# block 1

block_1/flops_by_reg.png
Scale bar: 20 um.
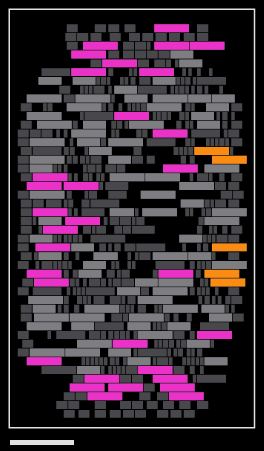

$ cat config.mk
export PLATFORM = sky130hd
export DESIGN_NAME = regfile_write_arbiter
export DESIGN_NICKNAME = d
export VERILOG_FILES = /design/src/rtl/regfile_pkg.sv /design/src/rtl/wr_hold_buffer.sv /design/src/rtl/regfile_write_arbiter.sv
export SDC_FILE = /design/constraint.sdc
export NUM_CORES = 1
export LEC_CHECK = 0
export ABC_AREA = 1
export CAP_MARGIN = 40
export CORE_ASPECT_RATIO = 1.75
export CORE_MARGIN = 2
export CORE_UTILIZATION = 47
export DETAILED_ROUTE_END_ITERATION = 16
export HOLD_SLACK_MARGIN = 0.06
export PLACE_DENSITY = 0.88
export SLEW_MARGIN = 10
export SYNTH_ARGS = -nofsm -noshare
export SYNTH_HDL_FRONTEND = slang
export SYNTH_HIERARCHICAL = 1
export SYNTH_SLANG_ARGS = --single-unit
$ cat constraint.sdc
create_clock -name clk -period 1.95 [get_ports clk]
set_input_delay 0.2925 -clock clk [delete_from_list [all_inputs] [get_ports clk]]
set_output_delay 0.2925 -clock clk [all_outputs]
set_load 0.02 [all_outputs]
$ cat src/rtl/regfile_pkg.sv
// Shared definitions for the register-file write-port arbiter.
package regfile_pkg;

  localparam int DEFAULT_DATA_WIDTH = 32;
  localparam int DEFAULT_ADDR_WIDTH = 5;

  // Requester indices; the encoding doubles as the round-robin pointer value.
  typedef enum logic {
    REQ_WB = 1'b0,
    REQ_MD = 1'b1
  } req_e;

  localparam int NUM_REQ = 2;

  // Register 0 is hardwired; writes to it are swallowed at the buffer.
  localparam int ZERO_REG = 0;

endpackage

$ cat src/rtl/wr_hold_buffer.sv
// One-entry valid/ready holding buffer for a single register-file writer.
// Writes to register 0 are accepted but never stored.
module wr_hold_buffer
  import regfile_pkg::*;
#(
  parameter int ADDR_WIDTH = DEFAULT_ADDR_WIDTH,
  parameter int DATA_WIDTH = DEFAULT_DATA_WIDTH
) (
  input  logic                  clk,
  input  logic                  reset,
  input  logic                  valid,
  input  logic [ADDR_WIDTH-1:0] addr,
  input  logic [DATA_WIDTH-1:0] data,
  input  logic                  drain,
  output logic                  ready,
  output logic                  full,
  output logic [ADDR_WIDTH-1:0] buf_addr,
  output logic [DATA_WIDTH-1:0] buf_data
);

  logic accept;

  // Ready comes straight from the full flop, so there is no path from valid.
  assign ready  = !full;
  assign accept = valid && ready && (addr != ADDR_WIDTH'(ZERO_REG));

  // Occupancy flag: drain and accept never coincide because ready=0 while full.
  always_ff @(posedge clk) begin
    // NOTE: state registers use non-blocking assignments so every flop samples
    // the pre-edge values of its neighbours, independent of block ordering.
    if (reset) begin
      full <= 1'b0;
    end else if (drain) begin
      full <= 1'b0;
    end else if (accept) begin
      full <= 1'b1;
    end
  end

  // Payload capture on a stored transfer.
  always_ff @(posedge clk) begin
    // NOTE: payload is deliberately not reset; it is only observed while full
    // is set, and full is cleared by reset.
    if (accept) begin
      buf_addr <= addr;
      buf_data <= data;
    end
  end

endmodule

$ cat src/rtl/regfile_write_arbiter.sv
// Round-robin arbiter sharing the register-file write port between the
// writeback stage (WB) and the multiply/divide unit (MD).
module regfile_write_arbiter
  import regfile_pkg::*;
#(
  parameter int DATA_WIDTH = DEFAULT_DATA_WIDTH,
  parameter int ADDR_WIDTH = DEFAULT_ADDR_WIDTH
) (
  input  logic                  clk,
  input  logic                  reset,
  input  logic                  wb_valid,
  input  logic [ADDR_WIDTH-1:0] wb_addr,
  input  logic [DATA_WIDTH-1:0] wb_data,
  output logic                  wb_ready,
  input  logic                  md_valid,
  input  logic [ADDR_WIDTH-1:0] md_addr,
  input  logic [DATA_WIDTH-1:0] md_data,
  output logic                  md_ready,
  output logic                  ctrl_writeEnable,
  output logic [ADDR_WIDTH-1:0] ctrl_writeReg,
  output logic [DATA_WIDTH-1:0] data_writeReg,
  output logic                  busy
);

  logic                  wb_full, md_full;
  logic [ADDR_WIDTH-1:0] wb_buf_addr, md_buf_addr;
  logic [DATA_WIDTH-1:0] wb_buf_data, md_buf_data;
  logic                  grant_wb, grant_md;
  req_e                  last_grant;

  wr_hold_buffer #(.ADDR_WIDTH(ADDR_WIDTH), .DATA_WIDTH(DATA_WIDTH)) u_wb_buf (
    .clk      (clk),
    .reset    (reset),
    .valid    (wb_valid),
    .addr     (wb_addr),
    .data     (wb_data),
    .drain    (grant_wb),
    .ready    (wb_ready),
    .full     (wb_full),
    .buf_addr (wb_buf_addr),
    .buf_data (wb_buf_data)
  );

  wr_hold_buffer #(.ADDR_WIDTH(ADDR_WIDTH), .DATA_WIDTH(DATA_WIDTH)) u_md_buf (
    .clk      (clk),
    .reset    (reset),
    .valid    (md_valid),
    .addr     (md_addr),
    .data     (md_data),
    .drain    (grant_md),
    .ready    (md_ready),
    .full     (md_full),
    .buf_addr (md_buf_addr),
    .buf_data (md_buf_data)
  );

  // Grant selection: a lone full buffer wins; on contention the requester
  // that was not granted last wins.
  always_comb begin
    // NOTE: defaults first so every path assigns both grants and no latch forms.
    grant_wb = 1'b0;
    grant_md = 1'b0;
    if (wb_full && md_full) begin
      grant_wb = (last_grant == REQ_MD);
      grant_md = (last_grant == REQ_WB);
    end else begin
      grant_wb = wb_full;
      grant_md = md_full;
    end
  end

  // Registered write port and round-robin pointer; reset overrides any grant.
  always_ff @(posedge clk) begin
    if (reset) begin
      ctrl_writeEnable <= 1'b0;
      ctrl_writeReg    <= '0;
      data_writeReg    <= '0;
      last_grant       <= REQ_MD;
    end else begin
      ctrl_writeEnable <= grant_wb || grant_md;
      if (grant_wb) begin
        ctrl_writeReg <= wb_buf_addr;
        data_writeReg <= wb_buf_data;
        last_grant    <= REQ_WB;
      end else if (grant_md) begin
        ctrl_writeReg <= md_buf_addr;
        data_writeReg <= md_buf_data;
        last_grant    <= REQ_MD;
      end
    end
  end

  assign busy = wb_full || md_full || ctrl_writeEnable;

endmodule

# block 2

$ cat src/rtl/select_next_hop.sv
// Routing-table reader: scans the neighbor table in shared memory and
// returns the cheapest neighbor whose battery level meets the minimum.
module select_next_hop #(
    parameter logic [15:0] NCNT_ADDR     = 16'h068A,
    parameter logic [15:0] ID_BASE       = 16'h0048,
    parameter logic [15:0] BATT_BASE     = 16'h0148,
    parameter logic [15:0] Q_BASE        = 16'h01C8,
    parameter int          MAX_NEIGHBORS = 64,
    parameter logic [15:0] BATT_MIN      = 16'd10
) (
    input  logic        clock,
    input  logic        nrst,
    input  logic        start,
    input  logic [15:0] data_in,
    output logic [15:0] address,
    output logic [15:0] next_hop_id,
    output logic [15:0] best_cost,
    output logic        found,
    output logic        done
);

    typedef enum logic [2:0] {
        IDLE,
        RD_NCNT,
        SCAN,
        RD_BATT,
        RD_Q,
        RD_ID,
        DONE
    } state_t;

    localparam logic [15:0] MAX_W = 16'(MAX_NEIGHBORS);
    localparam logic [6:0]  MAX_N = 7'(MAX_NEIGHBORS);

    state_t      state, state_nxt;
    logic [15:0] address_nxt;
    logic [15:0] id_nxt, cost_nxt;
    logic        found_nxt, done_nxt;
    logic [6:0]  ncnt, ncnt_nxt;
    logic [6:0]  n, n_nxt;
    logic [6:0]  best_n, best_n_nxt;
    logic [15:0] best_q, best_q_nxt;
    // Running "have a candidate" flag; found only publishes it at the end.
    logic        any, any_nxt;

    function automatic logic [15:0] offs(input logic [6:0] i);
        return {8'd0, i, 1'b0};
    endfunction

    always_ff @(posedge clock) begin
        if (!nrst) begin
            state       <= IDLE;
            address     <= NCNT_ADDR;
            next_hop_id <= 16'hFFFF;
            best_cost   <= 16'hFFFF;
            found       <= 1'b0;
            done        <= 1'b0;
            ncnt        <= '0;
            n           <= '0;
            best_n      <= '0;
            best_q      <= 16'hFFFF;
            any         <= 1'b0;
        end else begin
            state       <= state_nxt;
            address     <= address_nxt;
            next_hop_id <= id_nxt;
            best_cost   <= cost_nxt;
            found       <= found_nxt;
            done        <= done_nxt;
            ncnt        <= ncnt_nxt;
            n           <= n_nxt;
            best_n      <= best_n_nxt;
            best_q      <= best_q_nxt;
            any         <= any_nxt;
        end
    end

    always_comb begin
        state_nxt   = state;
        address_nxt = address;
        id_nxt      = next_hop_id;
        cost_nxt    = best_cost;
        found_nxt   = found;
        done_nxt    = done;
        ncnt_nxt    = ncnt;
        n_nxt       = n;
        best_n_nxt  = best_n;
        best_q_nxt  = best_q;
        any_nxt     = any;
        case (state)
            IDLE: begin
                if (start) begin
                    address_nxt = NCNT_ADDR;
                    state_nxt   = RD_NCNT;
                end
            end
            RD_NCNT: begin
                ncnt_nxt   = (data_in > MAX_W) ? MAX_N : data_in[6:0];
                n_nxt      = '0;
                best_q_nxt = 16'hFFFF;
                any_nxt    = 1'b0;
                found_nxt  = 1'b0;
                state_nxt  = SCAN;
            end
            SCAN: begin
                if (n < ncnt) begin
                    address_nxt = BATT_BASE + offs(n);
                    state_nxt   = RD_BATT;
                end else if (any) begin
                    address_nxt = ID_BASE + offs(best_n);
                    state_nxt   = RD_ID;
                end else begin
                    id_nxt    = 16'hFFFF;
                    cost_nxt  = 16'hFFFF;
                    found_nxt = 1'b0;
                    done_nxt  = 1'b1;
                    state_nxt = DONE;
                end
            end
            RD_BATT: begin
                if (data_in < BATT_MIN) begin
                    n_nxt     = n + 7'd1;
                    state_nxt = SCAN;
                end else begin
                    address_nxt = Q_BASE + offs(n);
                    state_nxt   = RD_Q;
                end
            end
            RD_Q: begin
                // Strict compare keeps the lowest index on a tie.
                if (!any || data_in < best_q) begin
                    best_q_nxt = data_in;
                    best_n_nxt = n;
                    any_nxt    = 1'b1;
                end
                n_nxt     = n + 7'd1;
                state_nxt = SCAN;
            end
            RD_ID: begin
                id_nxt    = data_in;
                cost_nxt  = best_q;
                found_nxt = 1'b1;
                done_nxt  = 1'b1;
                state_nxt = DONE;
            end
            DONE: begin
                if (!start) begin
                    done_nxt  = 1'b0;
                    state_nxt = IDLE;
                end
            end
            default: state_nxt = IDLE;
        endcase
    end

endmodule

$ cat config.mk
export PLATFORM = sky130hd
export DESIGN_NAME = select_next_hop
export DESIGN_NICKNAME = d
export VERILOG_FILES = /design/src/rtl/select_next_hop.sv
export SDC_FILE = /design/constraint.sdc
export NUM_CORES = 1
export LEC_CHECK = 0
export CORE_UTILIZATION = 54
export DETAILED_ROUTE_END_ITERATION = 10
export PLACE_DENSITY = 0.86
export SETUP_SLACK_MARGIN = 0.02
export SLEW_MARGIN = 20
export SYNTH_ARGS = -nofsm -noshare
export SYNTH_HDL_FRONTEND = slang
export SYNTH_SLANG_ARGS = --single-unit
$ cat constraint.sdc
create_clock -name clock -period 2.6 [get_ports clock]
set_input_delay 0.26 -clock clock [delete_from_list [all_inputs] [get_ports clock]]
set_output_delay 0.26 -clock clock [all_outputs]
set_load 0.01 [all_outputs]
block_2/flops_by_reg.png
Scale bar: 20 um.
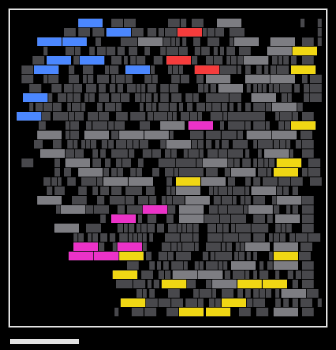
legend:
  state:
    colour: red
    flops: 3
  next_hop_id:
    colour: yellow
    flops: 16
  address:
    colour: blue
    flops: 10
    where: north-west
  ncnt:
    colour: magenta
    flops: 7

==> results.txt, block 2 <==
fresh numbers from the pnr run: pre-CTS setup slack=112 ps, GRT Max-Usage Layer=met2, Seq Cell Count=85, number of inserted diodes=0, number of setup buffers added after CTS=0, Die Width=92.2 um, Worst Path Buf+Inv=1, Cell variety after synth=58, GR met1 Demand/Resource=36.3%, Final setup viols=0, top flop regs=best_cost x16, best_q x16, next_hop_id x16, post_cts resized=0, reg2reg path depth=8, met2 WL=5.74 mm, GRT Total Usage=29.3%, number of buffers created by CTS=9, Critical Path Stages=8, final hold violations=0, DRT iter0 DRCs=307, main logic family after synthesis=AND-OR/OR-AND gates, Clock transition at path regs=90 ps, largest net degree at the start of global routing=34, cells after synthesis=537, layout cells sized above 1=8.72%, Routed WL=11.9 mm, status=finished clean, combinational power share=34.1%, MI comb cells=390, drt via density=6.05, buffering overhead=15.7%
block_1/logic_types.png
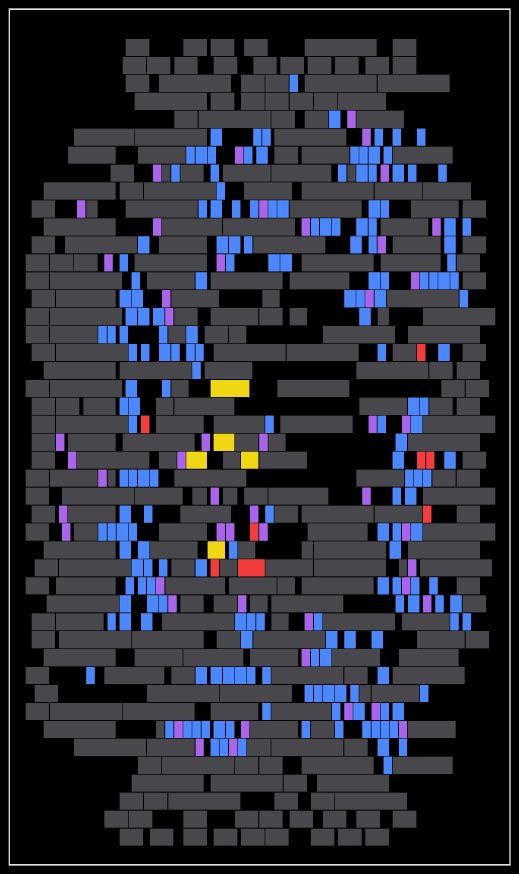
legend:
  NAND gates:
    colour: blue
    cells: 191
    most_used: nand2_1
  inverters:
    colour: purple
    cells: 49
    most_used: inv_1
    where: spread over the die
  NOR gates:
    colour: red
    cells: 8
    most_used: nor2_1
  inverting AOI/OAI gates:
    colour: yellow
    cells: 5
    most_used: a21oi_2
    where: centre

block_1/congestion.png
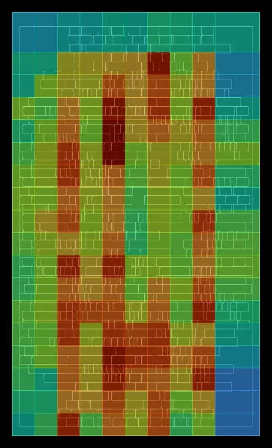
routed len/inst: 16.4 um
met2 usage in global routing: 43.3%

About block_1/flops_by_reg.png:
legend:
  u_md_buf/buf_data:
    colour: magenta
    flops: 32
  u_md_buf/buf_addr:
    colour: orange
    flops: 5
    where: east
not coloured: 78

==> results.txt, block 1 <==
fresh numbers from the pnr run: met2 WL=6.38 mm, Bufs on Longest Clock Path=2, aoi share=0.977%, Post-DP HPWL=7.35 mm, MI comb cells=206, number of inserted diodes=1, RSZ-0062 raised after global routing=no, Seq Cell Count=115, WL met3=530 um, First-pass DRT Iterations=6, final max-slew violation count=0, Pwr top=sequential cells, crit path DAT=1550 ps, status=finished clean, fin util=70.7%, Critical Path Stages=2, top flop regs=data_writeReg x32, u_md_buf/buf_data x32, u_wb_buf/buf_data x32, DRT iter0 DRCs=168, initial antenna violation count=1, GP Congestion=0.812, largest class=flip-flops and latches, Top cell excl fill/tap=clkdlybuf4s50_1, Hold Crit Class=primary input to flip-flop, Met1 Wirelength=3.42 mm, most common logic cells in the final layout=clkdlybuf4s50_1 (118), nand2_1 (115), nand3_1 (76), Non-Filler Instances=652, layout cells sized above 1=8.99%, Sum Neg Setup Slack=0 ps, Area Overhead vs Synth=46.1%

# block 3

block_3/congestion.png
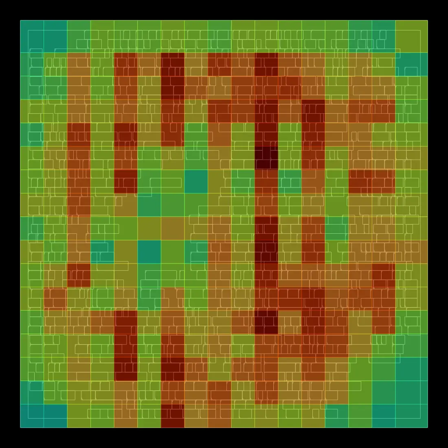
block_3/placement_by_type.png
Scale bar: 20 um.
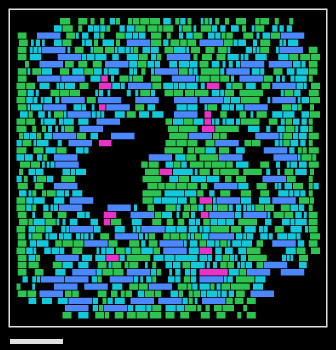
block_3/flops_by_reg.png
Scale bar: 20 um.
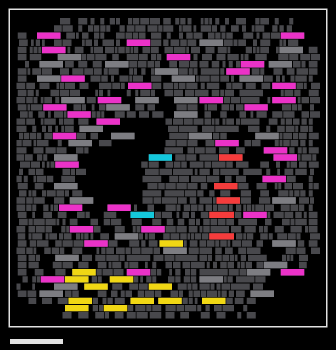
$ cat src/rtl/rv32im_csr_seq_pkg.sv
// ---------------------------------------------------------------------------
// rv32im_csr_seq_pkg
// Shared definitions for the CSR sequencer and its read-modify-write ALU:
//   - Zicsr funct3 codes and the two-bit ALU operation they reduce to
//   - machine-mode CSR addresses used by trap entry / mret
//   - mstatus bit positions (MIE, MPIE, MPP)
//   - sequencer state encoding
// Optional build macro: CSR_SEQ_MTVAL_EN adds the T_TVAL state.
// ---------------------------------------------------------------------------
package rv32im_csr_seq_pkg;

   // Zicsr funct3 codes (bit 2 selects the immediate form).
   localparam logic [2:0] F3_CSRRW  = 3'b001;
   localparam logic [2:0] F3_CSRRS  = 3'b010;
   localparam logic [2:0] F3_CSRRC  = 3'b011;
   localparam logic [2:0] F3_CSRRWI = 3'b101;
   localparam logic [2:0] F3_CSRRSI = 3'b110;
   localparam logic [2:0] F3_CSRRCI = 3'b111;

   // The low two funct3 bits are identical for register and immediate forms.
   localparam logic [1:0] OP_RW = 2'b01;
   localparam logic [1:0] OP_RS = 2'b10;
   localparam logic [1:0] OP_RC = 2'b11;

   // Machine-mode CSR addresses.
   localparam logic [11:0] CSR_MSTATUS = 12'h300;
   localparam logic [11:0] CSR_MEPC    = 12'h341;
   localparam logic [11:0] CSR_MCAUSE  = 12'h342;
   localparam logic [11:0] CSR_MTVAL   = 12'h343;

   // mstatus bit positions.
   localparam int MSTATUS_MIE    = 3;
   localparam int MSTATUS_MPIE   = 7;
   localparam int MSTATUS_MPP_LO = 11;
   localparam int MSTATUS_MPP_HI = 12;

   // Sequencer states: I_* instruction, T_* trap entry, M_* mret.
   typedef enum logic [4:0] {
      S_IDLE,
      S_I_RD,
      S_I_RDW,
      S_I_WR,
      S_I_RESP,
      S_T_EPC,
      S_T_CAUSE,
`ifdef CSR_SEQ_MTVAL_EN
      S_T_TVAL,
`endif
      S_T_ST_RD,
      S_T_ST_RDW,
      S_T_ST_WR,
      S_T_DONE,
      S_M_ST_RD,
      S_M_ST_RDW,
      S_M_ST_WR,
      S_M_EPC_RD,
      S_M_EPC_RDW,
      S_M_DONE
   } state_e;

   // funct3 000 and 100 are not Zicsr operations.
   function automatic logic f3_legal(input logic [2:0] f3);
      return (f3[1:0] != 2'b00);
   endfunction

endpackage

$ cat src/rtl/rv32im_csr_alu.sv
// ---------------------------------------------------------------------------
// rv32im_csr_alu
// Combinational read-modify-write result for Zicsr instructions.
// Ports:
//   i_op     : funct3[1:0]  (01 write, 10 set bits, 11 clear bits)
//   i_old    : current CSR value (0 when the read was skipped)
//   i_wdata  : rs1 value or zero-extended zimm
//   o_result : value to write back
// ---------------------------------------------------------------------------
module rv32im_csr_alu
   import rv32im_csr_seq_pkg::*;
#(
   parameter int XLEN = 32
) (
   input  logic [1:0]      i_op,
   input  logic [XLEN-1:0] i_old,
   input  logic [XLEN-1:0] i_wdata,
   output logic [XLEN-1:0] o_result
);

   always_comb begin
      o_result = i_wdata;
      case (i_op)
         OP_RS:   o_result = i_old | i_wdata;
         OP_RC:   o_result = i_old & ~i_wdata;
         default: o_result = i_wdata;
      endcase
   end

endmodule

$ cat src/rtl/rv32im_csr_seq.sv
// ---------------------------------------------------------------------------
// rv32im_csr_seq
// Sequencer owning the single address/read/write port of the CSR register
// file. Serves three requesters, sampled only in IDLE with priority
// trap > mret > instruction:
//   - Zicsr read-modify-write (CSRRW/S/C and immediate forms)
//   - trap entry: mepc, mcause, (mtval), then mstatus update
//   - mret: mstatus restore, then mepc read returned on mret_pc_o
// Optional build macro: CSR_SEQ_MTVAL_EN. When defined, trap entry also
// writes mtval; when undefined trap_tval_i is ignored and trap entry is one
// cycle shorter.
//
// Ports:
//   clk_i, rst_n_i          clock, asynchronous active-low reset
//   insn_*                  instruction request (valid/ready) and operands
//   rsp_*                   one-cycle completion pulse, old value, illegal flag
//   trap_*                  trap request (held until trap_done_o) and values
//   mret_*                  mret request (held until mret_done_o), mepc out
//   csr_addr_o/val_o        register file address / write data (0 when idle)
//   csr_we_o/re_o           write / read strobes
//   csr_val_i               read data, valid the cycle after csr_re_o
//   busy_o                  sequencer not in IDLE
//
// Handshake: an instruction is accepted on the rising edge where
// insn_valid_i and insn_ready_o are both high; operands are captured on that
// edge and may change afterwards. trap_valid_i / mret_valid_i are level
// requests held by the requester until the matching done pulse.
// ---------------------------------------------------------------------------
module rv32im_csr_seq
   import rv32im_csr_seq_pkg::*;
#(
   parameter int XLEN   = 32,
   parameter int CSR_AW = 12
) (
   input  logic              clk_i,
   input  logic              rst_n_i,
   input  logic              insn_valid_i,
   output logic              insn_ready_o,
   input  logic [2:0]        insn_funct3_i,
   input  logic [CSR_AW-1:0] insn_addr_i,
   input  logic [XLEN-1:0]   insn_wdata_i,
   input  logic              insn_rs1_zero_i,
   input  logic              insn_rd_zero_i,
   output logic              rsp_valid_o,
   output logic [XLEN-1:0]   rsp_rdata_o,
   output logic              rsp_illegal_o,
   input  logic              trap_valid_i,
   input  logic [XLEN-1:0]   trap_cause_i,
   input  logic [XLEN-1:0]   trap_pc_i,
   input  logic [XLEN-1:0]   trap_tval_i,
   output logic              trap_done_o,
   input  logic              mret_valid_i,
   output logic              mret_done_o,
   output logic [XLEN-1:0]   mret_pc_o,
   output logic [CSR_AW-1:0] csr_addr_o,
   output logic [XLEN-1:0]   csr_val_o,
   output logic              csr_we_o,
   output logic              csr_re_o,
   input  logic [XLEN-1:0]   csr_val_i,
   output logic              busy_o
);

   state_e            r_state;
   state_e            w_next;

   logic [1:0]        r_op;
   logic [CSR_AW-1:0] r_addr;
   logic [XLEN-1:0]   r_wdata;
   logic [XLEN-1:0]   r_cap;
   logic              r_do_write;
   logic              r_illegal;

   logic              w_is_rw;
   logic              w_dec_read;
   logic              w_dec_write;
   logic              w_dec_illegal;
   logic              w_accept;
   logic              w_capture;
   logic [XLEN-1:0]   w_alu_result;
   logic [XLEN-1:0]   w_trap_ms;
   logic [XLEN-1:0]   w_mret_ms;

`ifndef CSR_SEQ_MTVAL_EN
   logic w_unused_tval;
   assign w_unused_tval = ^trap_tval_i;
`endif

   // ---------------------------------------------------------------------
   // Instruction decode (only meaningful in IDLE)
   // ---------------------------------------------------------------------
   // CSRRW/CSRRWI with rd=x0 must not read; set/clear forms with a zero
   // operand must not write.
   assign w_is_rw       = (insn_funct3_i[1:0] == OP_RW);
   assign w_dec_read    = !(w_is_rw && insn_rd_zero_i);
   assign w_dec_write   = w_is_rw || !insn_rs1_zero_i;
   // addr[top:top-1] == 11 marks the read-only CSR space; only an intended
   // write there is illegal.
   assign w_dec_illegal = !f3_legal(insn_funct3_i) ||
                          (w_dec_write && (insn_addr_i[CSR_AW-1 -: 2] == 2'b11));

   assign insn_ready_o  = (r_state == S_IDLE) && rst_n_i &&
                          !trap_valid_i && !mret_valid_i;
   assign w_accept      = insn_valid_i && insn_ready_o;
   assign busy_o        = (r_state != S_IDLE);

   // Read data is sampled at the end of every read-wait state.
   assign w_capture = (r_state == S_I_RDW)    || (r_state == S_T_ST_RDW) ||
                      (r_state == S_M_ST_RDW) || (r_state == S_M_EPC_RDW);

   rv32im_csr_alu #(
      .XLEN (XLEN)
   ) u_alu (
      .i_op     (r_op),
      .i_old    (r_cap),
      .i_wdata  (r_wdata),
      .o_result (w_alu_result)
   );

   // mstatus images for trap entry and mret, built from the captured value.
   always_comb begin
      w_trap_ms                               = r_cap;
      w_trap_ms[MSTATUS_MPIE]                 = r_cap[MSTATUS_MIE];
      w_trap_ms[MSTATUS_MIE]                  = 1'b0;
      w_trap_ms[MSTATUS_MPP_HI:MSTATUS_MPP_LO] = 2'b11;

      w_mret_ms                               = r_cap;
      w_mret_ms[MSTATUS_MIE]                  = r_cap[MSTATUS_MPIE];
      w_mret_ms[MSTATUS_MPIE]                 = 1'b1;
      w_mret_ms[MSTATUS_MPP_HI:MSTATUS_MPP_LO] = 2'b11;
   end

   // ---------------------------------------------------------------------
   // State register
   // ---------------------------------------------------------------------
   always_ff @(posedge clk_i or negedge rst_n_i) begin
      if (!rst_n_i) begin
         r_state <= S_IDLE;
      end else begin
         r_state <= w_next;
      end
   end

   // ---------------------------------------------------------------------
   // Operand / capture registers
   // ---------------------------------------------------------------------
   always_ff @(posedge clk_i or negedge rst_n_i) begin
      if (!rst_n_i) begin
         r_op       <= 2'b00;
         r_addr     <= '0;
         r_wdata    <= '0;
         r_cap      <= '0;
         r_do_write <= 1'b0;
         r_illegal  <= 1'b0;
      end else if (w_accept) begin
         r_op       <= insn_funct3_i[1:0];
         r_addr     <= insn_addr_i;
         r_wdata    <= insn_wdata_i;
         // Cleared so a skipped read yields old value 0.
         r_cap      <= '0;
         r_do_write <= w_dec_write;
         r_illegal  <= w_dec_illegal;
      end else if (w_capture) begin
         r_cap      <= csr_val_i;
      end
   end

   // ---------------------------------------------------------------------
   // Next-state logic
   // ---------------------------------------------------------------------
   always_comb begin
      w_next = r_state;
      case (r_state)
         S_IDLE: begin
            if (trap_valid_i) begin
               w_next = S_T_EPC;
            end else if (mret_valid_i) begin
               w_next = S_M_ST_RD;
            end else if (insn_valid_i) begin
               if (w_dec_illegal) begin
                  w_next = S_I_RESP;
               end else if (w_dec_read) begin
                  w_next = S_I_RD;
               end else begin
                  w_next = S_I_WR;
               end
            end
         end
         S_I_RD:      w_next = S_I_RDW;
         S_I_RDW:     w_next = r_do_write ? S_I_WR : S_I_RESP;
         S_I_WR:      w_next = S_I_RESP;
         S_I_RESP:    w_next = S_IDLE;
         S_T_EPC:     w_next = S_T_CAUSE;
`ifdef CSR_SEQ_MTVAL_EN
         S_T_CAUSE:   w_next = S_T_TVAL;
         S_T_TVAL:    w_next = S_T_ST_RD;
`else
         S_T_CAUSE:   w_next = S_T_ST_RD;
`endif
         S_T_ST_RD:   w_next = S_T_ST_RDW;
         S_T_ST_RDW:  w_next = S_T_ST_WR;
         S_T_ST_WR:   w_next = S_T_DONE;
         S_T_DONE:    w_next = S_IDLE;
         S_M_ST_RD:   w_next = S_M_ST_RDW;
         S_M_ST_RDW:  w_next = S_M_ST_WR;
         S_M_ST_WR:   w_next = S_M_EPC_RD;
         S_M_EPC_RD:  w_next = S_M_EPC_RDW;
         S_M_EPC_RDW: w_next = S_M_DONE;
         S_M_DONE:    w_next = S_IDLE;
         default:     w_next = S_IDLE;
      endcase
   end

   // ---------------------------------------------------------------------
   // Output logic: address and write data are driven only with a strobe.
   // ---------------------------------------------------------------------
   always_comb begin
      csr_addr_o    = '0;
      csr_val_o     = '0;
      csr_we_o      = 1'b0;
      csr_re_o      = 1'b0;
      rsp_valid_o   = 1'b0;
      rsp_rdata_o   = '0;
      rsp_illegal_o = 1'b0;
      trap_done_o   = 1'b0;
      mret_done_o   = 1'b0;
      mret_pc_o     = '0;
      case (r_state)
         S_I_RD: begin
            csr_re_o   = 1'b1;
            csr_addr_o = r_addr;
         end
         S_I_WR: begin
            csr_we_o   = 1'b1;
            csr_addr_o = r_addr;
            csr_val_o  = w_alu_result;
         end
         S_I_RESP: begin
            rsp_valid_o   = 1'b1;
            rsp_illegal_o = r_illegal;
            rsp_rdata_o   = r_illegal ? '0 : r_cap;
         end
         S_T_EPC: begin
            csr_we_o   = 1'b1;
            csr_addr_o = CSR_AW'(CSR_MEPC);
            csr_val_o  = trap_pc_i;
         end
         S_T_CAUSE: begin
            csr_we_o   = 1'b1;
            csr_addr_o = CSR_AW'(CSR_MCAUSE);
            csr_val_o  = trap_cause_i;
         end
`ifdef CSR_SEQ_MTVAL_EN
         S_T_TVAL: begin
            csr_we_o   = 1'b1;
            csr_addr_o = CSR_AW'(CSR_MTVAL);
            csr_val_o  = trap_tval_i;
         end
`endif
         S_T_ST_RD: begin
            csr_re_o   = 1'b1;
            csr_addr_o = CSR_AW'(CSR_MSTATUS);
         end
         S_T_ST_WR: begin
            csr_we_o   = 1'b1;
            csr_addr_o = CSR_AW'(CSR_MSTATUS);
            csr_val_o  = w_trap_ms;
         end
         S_T_DONE: begin
            trap_done_o = 1'b1;
         end
         S_M_ST_RD: begin
            csr_re_o   = 1'b1;
            csr_addr_o = CSR_AW'(CSR_MSTATUS);
         end
         S_M_ST_WR: begin
            csr_we_o   = 1'b1;
            csr_addr_o = CSR_AW'(CSR_MSTATUS);
            csr_val_o  = w_mret_ms;
         end
         S_M_EPC_RD: begin
            csr_re_o   = 1'b1;
            csr_addr_o = CSR_AW'(CSR_MEPC);
         end
         S_M_DONE: begin
            mret_done_o = 1'b1;
            mret_pc_o   = r_cap;
         end
         default: begin
         end
      endcase
   end

endmodule

$ cat config.mk
export PLATFORM = sky130hd
export DESIGN_NAME = rv32im_csr_seq
export DESIGN_NICKNAME = d
export VERILOG_FILES = /design/src/rtl/rv32im_csr_seq_pkg.sv /design/src/rtl/rv32im_csr_alu.sv /design/src/rtl/rv32im_csr_seq.sv
export SDC_FILE = /design/constraint.sdc
export NUM_CORES = 1
export LEC_CHECK = 0
export CORE_MARGIN = 2
export CORE_UTILIZATION = 40
export CTS_BUF_LIST = sky130_fd_sc_hd__clkbuf_2 sky130_fd_sc_hd__clkbuf_4 sky130_fd_sc_hd__clkbuf_8
export DETAILED_ROUTE_END_ITERATION = 7
export PLACE_DENSITY = 0.83
export SYNTH_ARGS = -nofsm -noshare
export SYNTH_HDL_FRONTEND = slang
export SYNTH_HIERARCHICAL = 1
export SYNTH_SLANG_ARGS = --single-unit
$ cat constraint.sdc
create_clock -name clk_i -period 2.2 [get_ports clk_i]
set_input_delay 0.33 -clock clk_i [delete_from_list [all_inputs] [get_ports clk_i]]
set_output_delay 0.33 -clock clk_i [all_outputs]
set_load 0.01 [all_outputs]
==> results.txt <==
fresh numbers from the pnr run: Final setup viols=69, synth warn=6, number of buffers created by CTS=9, status=finished with violations, Worst Setup Path Type=flip-flop to output pin, failing checks=setup timing, Top cells by area=dfrtp_1 (40%), mux2_2 (10%), a22oi_1 (8.7%), sequential area share after synthesis=39.6%, Core Region=13200 um2, Yosys top cell by area=dfrtp_1, RSZ-0062 raised after global routing=yes, Final nets=1115, Sum Neg Setup Slack=-22460 ps, Worst setup EP type=output pin, GRT Total Usage=27.0%, Yosys Instances=598, Routed WL=22.2 mm, f_max=377 MHz, fin area=9440 um2, cells after synthesis=598, reg2reg setup slack=90 ps, aoi share=23.9%, sequential power share=30.1%, Avg Cell Area, Syn=8.98 um2, Pwr top=combinational cells, Area Overhead vs Synth=75.8%, final setup margin=-452 ps, Max IR drop VDD=0.428 mV, XOR Share, Synth=0.163%, main logic family after synthesis=AND-OR/OR-AND gates, Post-synth ARST share=100%, n_taps=176, vias in the first global route=5631
About block_3/congestion.png:
global routing usage on met3: 4.42%
GR met1 Demand/Resource: 33.9%
GRT Max-Usage Layer: met2

About block_3/placement_by_type.png:
legend:
  clock drivers and dummy loads:
    colour: magenta
    cells: 16
  other buffers and delay cells:
    colour: green
    cells: 375
  combinational and other logic:
    colour: cyan
    cells: 462
  flops:
    colour: blue
    cells: 85

About block_3/flops_by_reg.png:
legend:
  r_cap:
    colour: magenta
    flops: 32
    where: spread over the die
  r_state:
    colour: red
    flops: 5
  r_op:
    colour: cyan
    flops: 2
  r_addr:
    colour: yellow
    flops: 12



==> gallery <==
Routed clock nets over the placement.
Scale bar: 20 um.
image #1
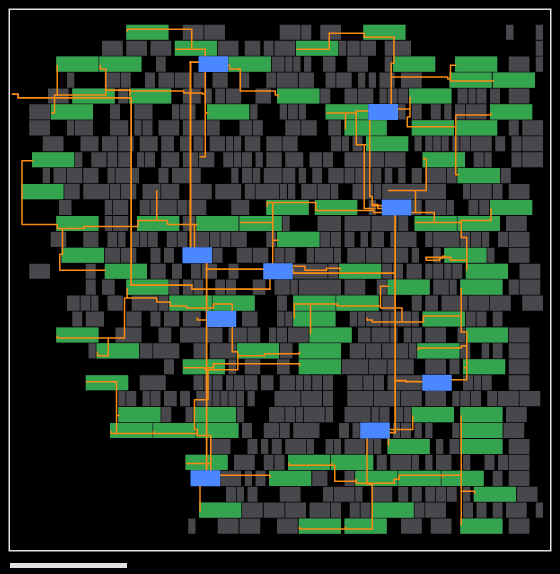
image #2
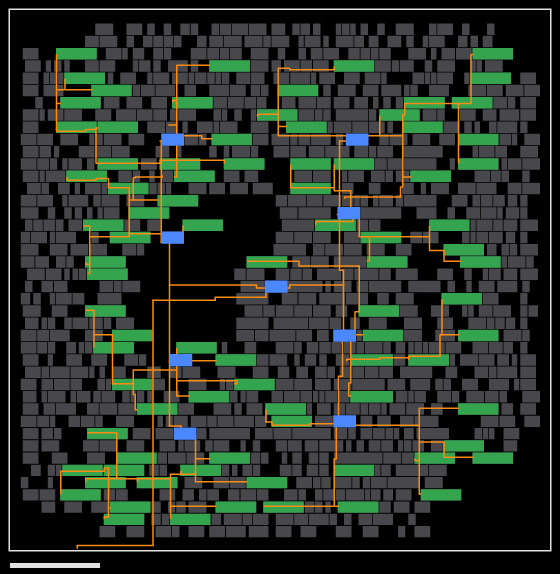
image #3
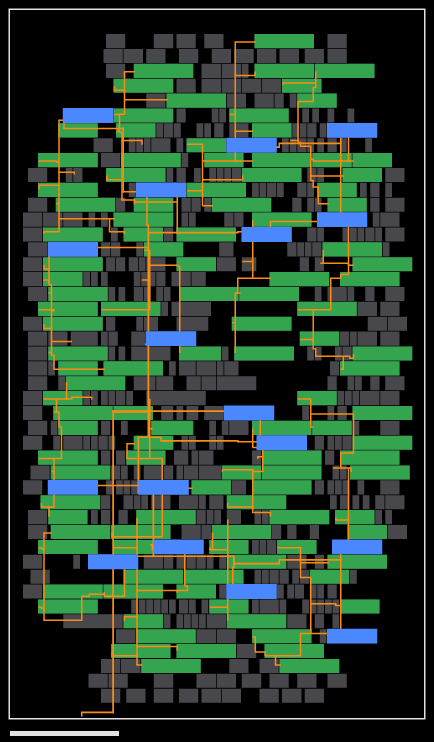
The one with the most sequential cells is image #3.
The one with the smallest die is image #1.
| from | picture |
|---|---|
| block 1 | image #3 |
| block 3 | image #2 |
| block 2 | image #1 |

Power and IR drop assume default switching activity.
